==================== design 1
==> design_1/pdn.png <==
Bar = 20 µm. Pins as bars on the die edge.
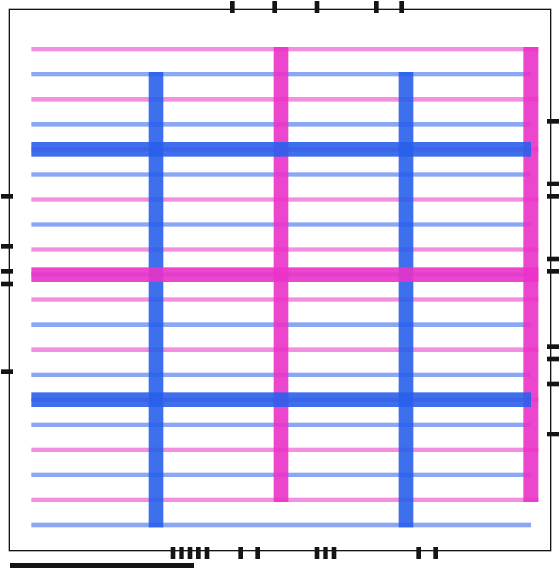
==> design_1/cell_classes.png <==
Bar = 20 µm.
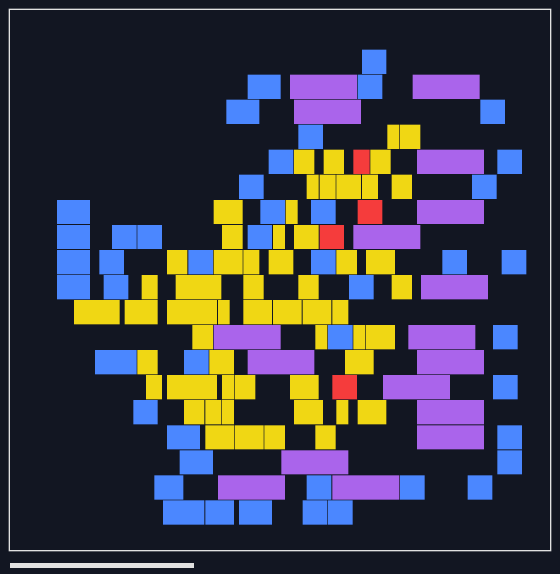
## config.mk

```make
export PLATFORM = sky130hd
export DESIGN_NAME = control_unit
export DESIGN_NICKNAME = d
export VERILOG_FILES = /design/src/rtl/control_unit_pkg.sv /design/src/rtl/control_decode.sv /design/src/rtl/control_unit.sv
export SDC_FILE = /design/constraint.sdc
export NUM_CORES = 1
export LEC_CHECK = 0
export CELL_PAD_IN_SITES_DETAIL_PLACEMENT = 0
export CELL_PAD_IN_SITES_GLOBAL_PLACEMENT = 2
export CORE_MARGIN = 2
export CORE_UTILIZATION = 25
export CTS_BUF_LIST = sky130_fd_sc_hd__clkbuf_4
export CTS_CLUSTER_SIZE = 20
export DETAILED_ROUTE_END_ITERATION = 16
export HOLD_SLACK_MARGIN = 0.15
export PLACE_DENSITY = 0.78
export SYNTH_ARGS = -nofsm -noshare
export SYNTH_HDL_FRONTEND = slang
export SYNTH_HIERARCHICAL = 1
export SYNTH_SLANG_ARGS = --single-unit
```

## constraint.sdc

```tcl
create_clock -name clk -period 1.57 [get_ports clk]
set_input_delay 0.314 -clock clk [delete_from_list [all_inputs] [get_ports clk]]
set_output_delay 0.314 -clock clk [all_outputs]
set_load 0.05 [all_outputs]
```

## src/rtl/control_unit_pkg.sv

```systemverilog
// Shared opcode/funct/ALUOp constants and the packed control word for the
// MIPS main control unit and its combinational decoder.
package control_unit_pkg;

  localparam logic [5:0] OP_RTYPE  = 6'b000000;
  localparam logic [5:0] OP_LW     = 6'b100011;
  localparam logic [5:0] OP_SW     = 6'b101011;
  localparam logic [5:0] OP_BEQ    = 6'b000100;
  localparam logic [5:0] OP_NANDI  = 6'b010000;
  localparam logic [5:0] OP_BLEZAL = 6'b100100;
  localparam logic [5:0] OP_J      = 6'b000010;
  localparam logic [5:0] OP_JALPC  = 6'b011111;
  localparam logic [5:0] OP_BALN   = 6'b011011;

  localparam logic [5:0] FN_JMXOR  = 6'b100011;
  localparam logic [5:0] FN_BRV    = 6'b010100;

  localparam logic [2:0] ALU_ADD   = 3'b000;
  localparam logic [2:0] ALU_SUB   = 3'b001;
  localparam logic [2:0] ALU_FUNCT = 3'b010;
  localparam logic [2:0] ALU_NAND  = 3'b011;

  // Field order is the order the outputs appear on the top-level port list.
  typedef struct packed {
    logic       regdest;
    logic       alusrc;
    logic       memtoreg;
    logic       regwrite;
    logic       memread;
    logic       memwrite;
    logic       branch;
    logic [2:0] aluop;
    logic       jump;
    logic       brv;
    logic       jmxor;
    logic       nandi;
    logic       blezal;
    logic       jalpc;
    logic       baln;
  } ctrl_word_t;

endpackage

```

## src/rtl/control_decode.sv

```systemverilog
// Purely combinational opcode/funct to control-word decoder.
module control_decode
  import control_unit_pkg::*;
(
  input  logic [5:0] in,
  input  logic [5:0] funct,
  output ctrl_word_t cw
);

  // Decode opcode (and funct for R-type); unknown opcodes leave everything 0.
  always_comb begin
    cw = '0;
    case (in)
      OP_RTYPE: begin
        cw.aluop = ALU_FUNCT;
        case (funct)
          FN_JMXOR: begin
            cw.jmxor    = 1'b1;
            cw.regwrite = 1'b1;
            cw.memread  = 1'b1;
          end
          FN_BRV: cw.brv = 1'b1;
          default: begin
            cw.regdest  = 1'b1;
            cw.regwrite = 1'b1;
          end
        endcase
      end
      OP_LW: begin
        cw.alusrc   = 1'b1;
        cw.memtoreg = 1'b1;
        cw.regwrite = 1'b1;
        cw.memread  = 1'b1;
        cw.aluop    = ALU_ADD;
      end
      OP_SW: begin
        cw.alusrc   = 1'b1;
        cw.memwrite = 1'b1;
        cw.aluop    = ALU_ADD;
      end
      OP_BEQ: begin
        cw.branch = 1'b1;
        cw.aluop  = ALU_SUB;
      end
      OP_NANDI: begin
        cw.nandi    = 1'b1;
        cw.alusrc   = 1'b1;
        cw.regwrite = 1'b1;
        cw.aluop    = ALU_NAND;
      end
      OP_BLEZAL: begin
        cw.blezal   = 1'b1;
        cw.regwrite = 1'b1;
        cw.aluop    = ALU_SUB;
      end
      OP_J: cw.jump = 1'b1;
      OP_JALPC: begin
        cw.jalpc    = 1'b1;
        cw.regwrite = 1'b1;
      end
      OP_BALN: begin
        cw.baln     = 1'b1;
        cw.regwrite = 1'b1;
      end
      default: cw = '0;
    endcase
  end

endmodule

```

## src/rtl/control_unit.sv

```systemverilog
// Main control unit: decoder followed by a synchronously reset output
// register, giving one cycle of latency from in/funct to the strobes.
module control_unit
  import control_unit_pkg::*;
(
  input  logic       clk,
  input  logic       rst,
  input  logic [5:0] in,
  input  logic [5:0] funct,
  output logic       regdest,
  output logic       alusrc,
  output logic       memtoreg,
  output logic       regwrite,
  output logic       memread,
  output logic       memwrite,
  output logic       branch,
  output logic       aluop2,
  output logic       aluop1,
  output logic       aluop0,
  output logic       jump,
  output logic       brv,
  output logic       jmxor,
  output logic       nandi,
  output logic       blezal,
  output logic       jalpc,
  output logic       baln
);

  ctrl_word_t cw_next;
  ctrl_word_t cw_q;

  control_decode u_decode (
    .in    (in),
    .funct (funct),
    .cw    (cw_next)
  );

  // Register the decoded word; reset wins over any concurrent opcode.
  always_ff @(posedge clk) begin
    if (rst) cw_q <= '0;
    else     cw_q <= cw_next;
  end

  assign regdest  = cw_q.regdest;
  assign alusrc   = cw_q.alusrc;
  assign memtoreg = cw_q.memtoreg;
  assign regwrite = cw_q.regwrite;
  assign memread  = cw_q.memread;
  assign memwrite = cw_q.memwrite;
  assign branch   = cw_q.branch;
  assign aluop2   = cw_q.aluop[2];
  assign aluop1   = cw_q.aluop[1];
  assign aluop0   = cw_q.aluop[0];
  assign jump     = cw_q.jump;
  assign brv      = cw_q.brv;
  assign jmxor    = cw_q.jmxor;
  assign nandi    = cw_q.nandi;
  assign blezal   = cw_q.blezal;
  assign jalpc    = cw_q.jalpc;
  assign baln     = cw_q.baln;

endmodule

```

==> results.yml <==
# implementation run metrics
cts:
  htree_levels: 1
  cts_sinks: 17
  post-cts-setup-buffer-count: 0
critical_path:
  crit_path_start: "in[0]"
  crit_type: "in2reg"
  cp.depth: 5
  cpMaxStageDelayCell: "or4b_4"
  cp-start-kind: "input pin"
floorplanning:
  fp.dieW_um: 58.7
run_status:
  violations: "design-rule violations"
  status: "finished, violations left"
power_and_ir_drop:
  comb_power_uw: 136
  p_leak_uw: 0.000534
  combPwrFrac: 0.171
grt:
  overflow: 0
sta:
  slew_violations: 0
  grt_setup_unrepaired: "false"
yosys:
  fp_nets: 92
  top_area_frac: 0.456
  syn_area_per_cell_um2: 9.58
  area_leaders: "dfxtp_1 (46%), nor2b_1 (10%), and2b_2 (9.4%)"
  ys_cells: 78
  synth_cell_type_count: 28
detailed_routing:
  final_antenna_net_count: 0
  drt_drc_violations_left: 2
  wirelength_um: 1630
  routed_via_density: 4.44
About design_1/pdn.png:
| color | net |
|---|---|
| magenta | VDD |
| blue | VSS |
met4 straps: 4
rows: 19
met5 straps: 3
met1 rails: 20

About design_1/cell_classes.png:
| color | class | cells | share of their area |
|---|---|---|---|
| red | clock drivers and dummy loads | 4 | 2.4% |
| blue | other buffers and delay cells | 45 | 33% |
| purple | flip-flops | 17 | 30% |
| yellow | all other logic | 56 | 35% |

==> area by class of cell <==
| class | count | area share |
|---|---|---|
| clock inverter | 1 | 0.00428 |
| multi-input combinational | 55 | 0.330 |
| inverter | 1 | 0.00321 |
| timing repair buffer | 45 | 0.319 |
| tap | 31 | 0.0332 |
| clock buffer | 3 | 0.0193 |
| sequential | 17 | 0.291 |
==> cells by family (layout without fill, tap and decap cells) <==
| family | count (synthesis) | in the layout | synth area share |
|---|---|---|---|
| compound gates | 5 | 5 | 0.0503 |
| simple gates | 49 | 49 | 0.434 |
| other cells | 1 | 1 | 0.00502 |
| buf+inv | 6 | 50 | 0.0553 |
| flops | 17 | 17 | 0.456 |
==> per-layer routing <==
| layer | global-route usage | wire length, µm | up-vias |
|---|---|---|---|
| met4 | 0.0682 | 27 | 0 |
| li1 | - | - | 355 |
| met3 | 0.00659 | 71 | 2 |
| met2 | 0.172 | 840 | 16 |
| met5 | 0 | 0 | - |
| met1 | 0.117 | 687 | 307 |
==> per-stage QoR <==
step	area [µm²]	hold WS [ps]	power (µW)
after floorplan	747	504	506
after global placement	1120	765	580
after detailed placement	1120	765	581
after CTS	1150	649	803
after global routing	1170	559	846
final	1170	559	794

==================== design 2
**config.mk**
```make
export PLATFORM = sky130hd
export DESIGN_NAME = regfile_wb_scheduler
export DESIGN_NICKNAME = d
export VERILOG_FILES = /design/src/rtl/regfile_wb_scheduler.sv
export SDC_FILE = /design/constraint.sdc
export NUM_CORES = 1
export LEC_CHECK = 0
export CAP_MARGIN = 10
export CORE_MARGIN = 3
export CORE_UTILIZATION = 36
export CTS_CLUSTER_DIAMETER = 120
export DETAILED_ROUTE_END_ITERATION = 10
export PLACE_DENSITY = 0.69
export SLEW_MARGIN = 25
export SYNTH_ARGS = -nofsm -noshare
export SYNTH_HDL_FRONTEND = slang
export SYNTH_SLANG_ARGS = --single-unit
```
**constraint.sdc**
```tcl
create_clock -name clock -period 4.5 [get_ports clock]
set_input_delay 0.9 -clock clock [delete_from_list [all_inputs] [get_ports clock]]
set_output_delay 0.9 -clock clock [all_outputs]
set_load 0.02 [all_outputs]
```
**src/rtl/regfile_wb_scheduler.sv**
```systemverilog
// regfile_wb_scheduler
// Write-back scheduler and busy-register scoreboard for the 32x32 MIPS
// register file. The ALU result path and the load result path share the
// single register-file write port; the scoreboard flags decode-stage
// operands whose producer has not yet written back.
//
// Optional feature macro: WB_RR_EN
//   defined   : round-robin between ALU and load paths when both are valid
//   undefined : fixed priority, load path always wins (no last-grant state)

module regfile_wb_scheduler #(
  parameter int DATA_WIDTH = 32,
  parameter int ADDR_WIDTH = 5,
  parameter int NUM_REGS   = 32
) (
  input  logic                  clock,
  input  logic                  reset,

  input  logic                  issueValid,
  input  logic [ADDR_WIDTH-1:0] issueRegister,
  output logic                  issueReady,

  input  logic [ADDR_WIDTH-1:0] register1,
  input  logic [ADDR_WIDTH-1:0] register2,
  output logic                  hazard,

  input  logic                  aluValid,
  input  logic [ADDR_WIDTH-1:0] aluRegister,
  input  logic [DATA_WIDTH-1:0] aluData,
  output logic                  aluReady,

  input  logic                  memValid,
  input  logic [ADDR_WIDTH-1:0] memRegister,
  input  logic [DATA_WIDTH-1:0] memData,
  output logic                  memReady,

  output logic                  regWrite,
  output logic [ADDR_WIDTH-1:0] writeRegister,
  output logic [DATA_WIDTH-1:0] writeData
);

  logic [NUM_REGS-1:0]   busy;
  logic [NUM_REGS-1:0]   busy_next;

  logic                  grant_alu;
  logic                  grant_mem;
  logic                  xfer;
  logic                  xfer_write;
  logic [ADDR_WIDTH-1:0] xfer_reg;
  logic [DATA_WIDTH-1:0] xfer_data;
  logic                  issue_take;

  // ---------------------------------------------------------------------
  // Arbitration between the ALU and load write-back requesters
  // ---------------------------------------------------------------------
`ifdef WB_RR_EN
  // 1 = load path held the write port most recently
  logic last_grant_mem;

  // Remember which requester won the last transfer
  always_ff @(posedge clock or posedge reset) begin
    if (reset) begin
      last_grant_mem <= 1'b1;
    end else if (grant_mem) begin
      last_grant_mem <= 1'b1;
    end else if (grant_alu) begin
      last_grant_mem <= 1'b0;
    end
  end

  // Round-robin: on contention the requester not granted last wins
  always_comb begin
    grant_alu = aluValid & (~memValid | last_grant_mem);
    grant_mem = memValid & (~aluValid | ~last_grant_mem);
  end
`else
  // Fixed priority: the load path always beats the ALU path
  always_comb begin
    grant_mem = memValid;
    grant_alu = aluValid & ~memValid;
  end
`endif

  assign aluReady = grant_alu;
  assign memReady = grant_mem;

  // Select the winning requester's destination and data
  always_comb begin
    xfer      = grant_alu | grant_mem;
    xfer_reg  = grant_mem ? memRegister : aluRegister;
    xfer_data = grant_mem ? memData     : aluData;
    // Writes to register 0 are swallowed: accepted but never presented
    xfer_write = xfer & (xfer_reg != '0);
  end

  // ---------------------------------------------------------------------
  // Scoreboard
  // ---------------------------------------------------------------------
  assign issueReady = issueValid & ~busy[issueRegister];
  assign issue_take = issueReady & (issueRegister != '0);

  // Operand hazard: register 0 is never pending
  assign hazard = ((register1 != '0) & busy[register1]) |
                  ((register2 != '0) & busy[register2]);

  // Next busy vector: write-back clears, accepted reservation sets
  always_comb begin
    busy_next = busy;
    if (xfer_write) begin
      busy_next[xfer_reg] = 1'b0;
    end
    // A reservation can only land on a non-busy register, so it never
    // collides with a clear of a genuinely pending entry; if it meets a
    // write to an already idle register, the new reservation must survive.
    if (issue_take) begin
      busy_next[issueRegister] = 1'b1;
    end
    busy_next[0] = 1'b0;
  end

  // Busy vector register
  always_ff @(posedge clock or posedge reset) begin
    if (reset) begin
      busy <= '0;
    end else begin
      busy <= busy_next;
    end
  end

  // ---------------------------------------------------------------------
  // Register-file write port, one cycle after the transfer
  // ---------------------------------------------------------------------
  // Pulse regWrite per transfer; index and data hold between writes
  always_ff @(posedge clock or posedge reset) begin
    if (reset) begin
      regWrite      <= 1'b0;
      writeRegister <= '0;
      writeData     <= '0;
    end else begin
      regWrite <= xfer_write;
      if (xfer_write) begin
        writeRegister <= xfer_reg;
        writeData     <= xfer_data;
      end
    end
  end

endmodule

```
==> design_2/pdn.png <==
Bar = 20 µm. Pins as bars on the die edge.
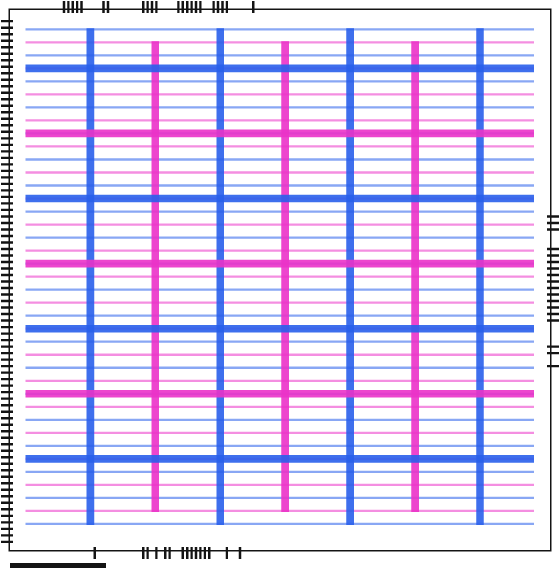
| color | net |
|---|---|
| magenta | VDD |
| blue | VSS |
signal pins: 136
rows: 38
met5 straps: 7
met1 rails: 39
met4 straps: 7

==> results.yml <==
# implementation run metrics
yosys:
  ys_warn_count: 0
  synthesis.area_mm2: 0.00411
  aoi_share: 0.184
  xor_area_frac: 0
  ys_cells: 398
  synth.logic.top_family: "multiplexers"
  largest_area_cell: "dfrtp_1"
run_status:
  status: "finished, final reports clean"
detailed_routing:
  drt_drc_violations_left: 0
critical_path:
  path_delay_family: "buffers and inverters"
  cpMaxStageDelayCell: "clkdlybuf4s50_1"
  crit_path_end_kind: "primary output"
  arrival_ps: 3450
cts:
  cts_tree: "built"
  cts_resized: 0
  clockBufferDepth: 2
power_and_ir_drop:
  p_leak_uw: 0.00237
floorplanning:
  fp_util: 0.374
  coreArea_mm2: 0.0110
finish:
  lay_top_count: "clkdlybuf4s50_1"
grt:
  grt_antenna_before_repair: 0
[metal layers]
metal,part of all wire,vias to the layer above,GRT usage
li1,-,1740,-
met2,0.45,198,0.296
met4,0.019,0,0.0665
met1,0.41,1782,0.250
met3,0.12,23,0.0733
met5,0,-,0
[final cells by class]
cell class / instances / area [µm²]
repair buffers: 146 / 1430
multi-input cells: 295 / 2200
clock inverters: 7 / 98.8
clock buffers: 9 / 225
flip-flops and latches: 69 / 1730
well taps: 140 / 175
fillers: 944 / 5100
inverters: 7 / 27.5
[cell families after synthesis]
| group | Yosys count |
|---|---|
| AND/OR/NAND/NOR | 99 |
| AND-OR/OR-AND | 125 |
| flip-flops | 69 |
| multiplexers | 71 |
| buffers and inverters | 34 |
[power breakdown]
part	internal (µW)	switching [µW]
Clock	486	274
Combinational	325	276
Sequential	734	119
[worst paths after layout]
kind | to | slack [ps] | depth (start not counted)
setup / recovery | issueReady | 150 | 6
hold / removal | writeData[0] | 480 | 2
setup reg to reg | busy[21] | 2750 | 5
hold reg to reg | writeData[0] | 480 | 2
max in group asynchronous | busy[8] | 2700 | 3
min in group asynchronous | writeData[8] | 1010 | 2

==================== design 3
==> design_3/pdn.png <==
Bar = 100 µm. Pins as bars on the die edge.
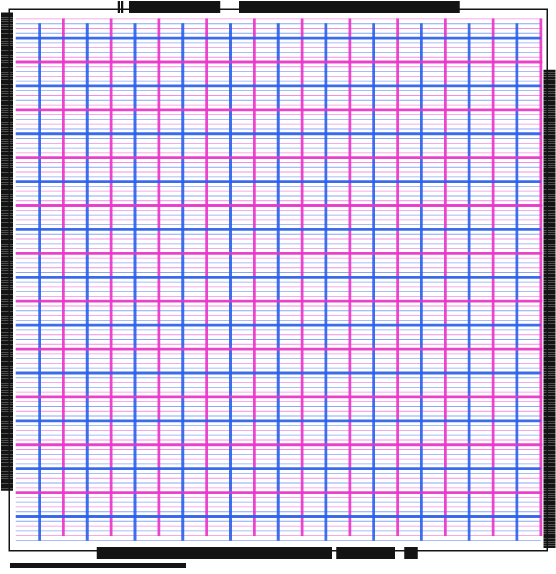
==> design_3/cell_classes.png <==
Bar = 100 µm.
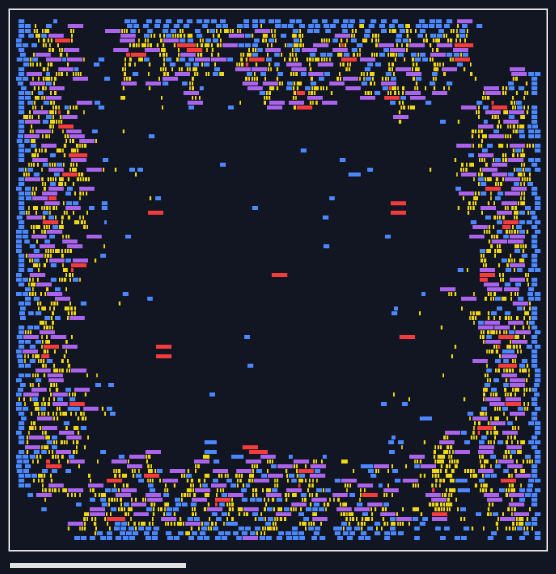
==> design_3/clock_map.png <==
Bar = 100 µm.
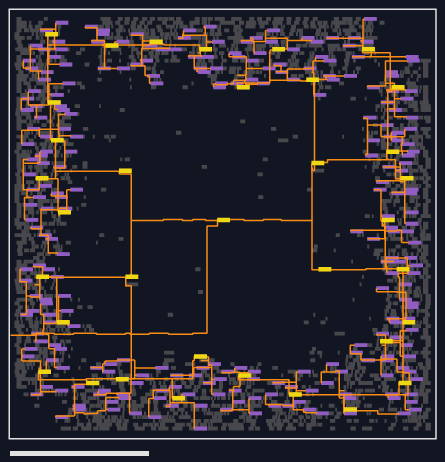
File: src/rtl/aes_round_sched.sv
// aes_round_sched: iterative AES scheduler feeding one shared round datapath.
// Define AES_SCHED_TIMEOUT_EN to enable the WAIT-state timeout abort and sticky err.
module aes_round_sched #(
  parameter int WORD    = 32,
  parameter int NB      = 4,
  parameter int NR      = 10,
  parameter int TIMEOUT = 15,
  localparam int B      = WORD * NB,
  localparam int RW     = $clog2(NR + 1)
) (
  input  logic          clk,
  input  logic          rst,
  input  logic          in_valid,
  output logic          in_ready,
  input  logic [B-1:0]  in_block,
  output logic [RW-1:0] rk_addr,
  input  logic [B-1:0]  rk_data,
  output logic          rnd_valid,
  output logic [B-1:0]  rnd_block,
  output logic [B-1:0]  rnd_key,
  output logic          rnd_final,
  input  logic          rnd_o_valid,
  input  logic [B-1:0]  rnd_o_block,
  output logic          out_valid,
  input  logic          out_ready,
  output logic [B-1:0]  out_block,
  output logic          busy,
  output logic          err
);

  typedef enum logic [2:0] {
    S_IDLE,
    S_FETCH,
    S_USE,
    S_WAIT,
    S_DONE
  } state_e;

  localparam logic [RW-1:0] LAST = RW'(NR);

  state_e        state_q, state_d;
  logic [B-1:0]  st_q, st_d;
  logic [B-1:0]  key_q, key_d;
  logic [RW-1:0] round_q, round_d;
  logic          issue;
  logic          tmo_hit;

  assign issue = (state_q == S_USE) && (round_q != '0);

`ifdef AES_SCHED_TIMEOUT_EN
  localparam int TW = $clog2(TIMEOUT + 1);
  logic [TW-1:0] tmo_q, tmo_d;
  logic          err_q, err_d;

  // tmo_q counts completed WAIT cycles, so the TIMEOUT-th WAIT cycle sees TIMEOUT-1
  assign tmo_hit = (state_q == S_WAIT) && !rnd_o_valid && (tmo_q == TW'(TIMEOUT - 1));

  always_comb begin
    tmo_d = tmo_q;
    err_d = err_q;
    if (state_q == S_IDLE && in_valid) err_d = 1'b0;
    if (issue) tmo_d = '0;
    else if (state_q == S_WAIT) tmo_d = tmo_q + 1'b1;
    if (tmo_hit) err_d = 1'b1;
  end

  always_ff @(posedge clk or negedge rst) begin
    if (!rst) begin
      tmo_q <= '0;
      err_q <= 1'b0;
    end else begin
      tmo_q <= tmo_d;
      err_q <= err_d;
    end
  end
`else
  assign tmo_hit = 1'b0;
`endif

  always_ff @(posedge clk or negedge rst) begin
    if (!rst) begin
      state_q <= S_IDLE;
      st_q    <= '0;
      key_q   <= '0;
      round_q <= '0;
    end else begin
      state_q <= state_d;
      st_q    <= st_d;
      key_q   <= key_d;
      round_q <= round_d;
    end
  end

  always_comb begin
    state_d = state_q;
    case (state_q)
      S_IDLE:  if (in_valid) state_d = S_FETCH;
      S_FETCH: state_d = S_USE;
      S_USE:   state_d = (round_q == '0) ? S_FETCH : S_WAIT;
      S_WAIT: begin
        if (rnd_o_valid) state_d = (round_q == LAST) ? S_DONE : S_FETCH;
        else if (tmo_hit) state_d = S_IDLE;
      end
      S_DONE:  if (out_ready) state_d = S_IDLE;
      default: state_d = S_IDLE;
    endcase
  end

  // round 0 is the initial AddRoundKey, done locally without the datapath
  always_comb begin
    st_d    = st_q;
    key_d   = key_q;
    round_d = round_q;
    case (state_q)
      S_IDLE: begin
        if (in_valid) begin
          st_d    = in_block;
          round_d = '0;
        end
      end
      S_USE: begin
        if (round_q == '0) begin
          st_d    = st_q ^ rk_data;
          round_d = RW'(1);
        end else begin
          key_d = rk_data;
        end
      end
      S_WAIT: begin
        if (rnd_o_valid) begin
          st_d = rnd_o_block;
          if (round_q != LAST) round_d = round_q + 1'b1;
        end
      end
      default: ;
    endcase
  end

  always_comb begin
    in_ready  = (state_q == S_IDLE);
    busy      = (state_q != S_IDLE);
    rk_addr   = round_q;
    rnd_valid = issue;
    rnd_final = issue && (round_q == LAST);
    rnd_block = st_q;
    rnd_key   = issue ? rk_data : key_q;
    out_valid = (state_q == S_DONE);
    out_block = st_q;
`ifdef AES_SCHED_TIMEOUT_EN
    err       = err_q;
`else
    err       = 1'b0;
`endif
  end

endmodule
File: config.mk
export PLATFORM = sky130hd
export DESIGN_NAME = aes_round_sched
export DESIGN_NICKNAME = d
export VERILOG_FILES = /design/src/rtl/aes_round_sched.sv
export SDC_FILE = /design/constraint.sdc
export NUM_CORES = 1
export LEC_CHECK = 0
export ABC_AREA = 1
export CAP_MARGIN = 20
export CORE_AREA = 3 3 302 304
export DETAILED_ROUTE_END_ITERATION = 6
export DIE_AREA = 0 0 305 307
export HOLD_SLACK_MARGIN = 0.05
export MAX_ROUTING_LAYER = met4
export SLEW_MARGIN = 40
export SYNTH_ARGS = -nofsm -noshare
export SYNTH_HDL_FRONTEND = slang
export SYNTH_SLANG_ARGS = --single-unit
File: constraint.sdc
create_clock -name clk -period 5.94 [get_ports clk]
set_clock_uncertainty 0.15 [all_clocks]
set_input_delay 1.188 -clock clk [delete_from_list [all_inputs] [get_ports clk]]
set_output_delay 1.188 -clock clk [all_outputs]
set_load 0.05 [all_outputs]
==> results.yml <==
# implementation run metrics
power_and_ir_drop:
  clock_power_share: 0.127
  sw_frac_of_total: 0.565
  p_leak_uw: 0.0117
yosys:
  ys_chip_area_mm2: 0.0151
  synth.logic.top_family: "simple AND/OR/NAND/NOR gates"
  edf_count: 0
finish:
  clkbuf_count: 47
  seqCellArea_mm2: 0.00658
  seq_share: 0.269
  n_antenna_cell: 12
  lay_top_cells: "nand2_1 (1,167), clkdlybuf4s50_1 (770), dfrtp_1 (263)"
detailed_routing:
  top_layer: "met4"
  dr_wl_met2_um: 35500
  drt_drc_violations_left: 0
cts:
  cts_tree: "built"
  clockBufferDepth: 3
  cts_root_buf: "clkbuf_16"
  cts-buffers-inserted: 35
critical_path:
  critPathRequiredTime_ps: 4600
  crit_type: "reg2out"
sta:
  tightest_slew_ps: 894
  setup_tns_ps: 0
  min_period_ps: 4780
  worst_slack_ps: 1160
placed_design:
  dp_cells: 3830
min_path:
  min_path_type: "reg2reg"
run_status:
  status: "finished, final reports clean"
About design_3/pdn.png:
| color | net |
|---|---|
| blue | VSS |
| magenta | VDD |
met5 straps: 21
rows: 109

About design_3/cell_classes.png:
| color | class | cells | share of their area |
|---|---|---|---|
| blue | other buffers and delay cells | 798 | 35% |
| yellow | all other logic | 1,606 | 31% |
| red | clock drivers and dummy loads | 61 | 5.4% |
| purple | flip-flops | 263 | 29% |

About design_3/clock_map.png:
[yellow] cells driving clock nets | count: 35
[purple] flip-flops | count: 263
[orange] clock wires | length: 4,840 µm
flops lie: spread over the die
routed clock nets: 36

-- registers in the layout (all words and copies together), names as in the netlist --
register / cells
state_q: 3
rk_addr: 4
out_block: 128
key_q: 128
-- path summary, 6_finish.rpt --
path / startpoint / end / cells after the start
min in group asynchronous: rst / out_block[86] / 1
min reg2reg: key_q[110] / key_q[110] / 2
min: key_q[110] / key_q[110] / 2
max in group asynchronous: rst / out_block[41] / 2
max: rk_addr[0] / rnd_key[64] / 9
max reg2reg: state_q[0] / out_block[48] / 9
-- power by group through the flow --
stage	clock network (µW)	logic (µW)	registers [µW]
floorplan	0	7370	4680
global placement	0	12500	3450
detailed placement	0	12500	3470
CTS	2410	12600	3460
global route	2460	13300	3560
finish	2320	12500	3450
-- per-stage QoR --
stage	area, µm²	hold slack (ps)
finish	24500	320
global route	24500	334
CTS	24400	323
detailed placement	23200	310
global placement	23200	306
floorplan	15100	294
-- layer usage --
layer,GRT usage,up-vias
met5,-,-
met4,0.0481,0
met3,0.0408,107
met2,0.255,636
met1,0.186,7513
li1,-,7628
-- tightest hold or removal path, delay by kind of cell (launching register included) --
family           cells  cell delay, ps
flip-flops           1             320
AND/OR/NAND/NOR      2             120


==> screenshots <==
Metal layers overlaid.
Two of the layers only.
image #1
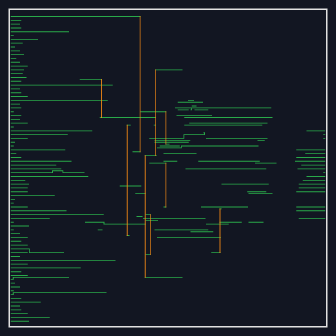
image #2
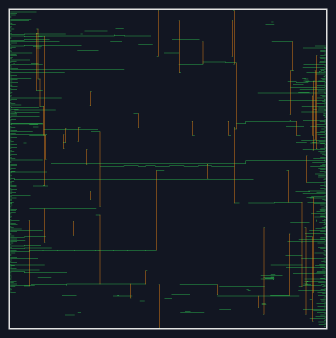
image #3
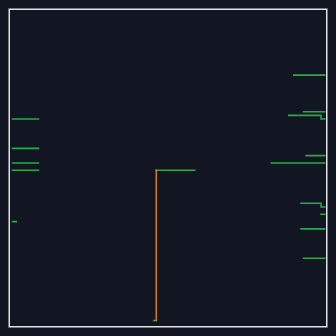
image #2 -> design 3
image #1 -> design 2
image #3 -> design 1

Power figures rest on the tool's default switching activity, not on a simulated workload.
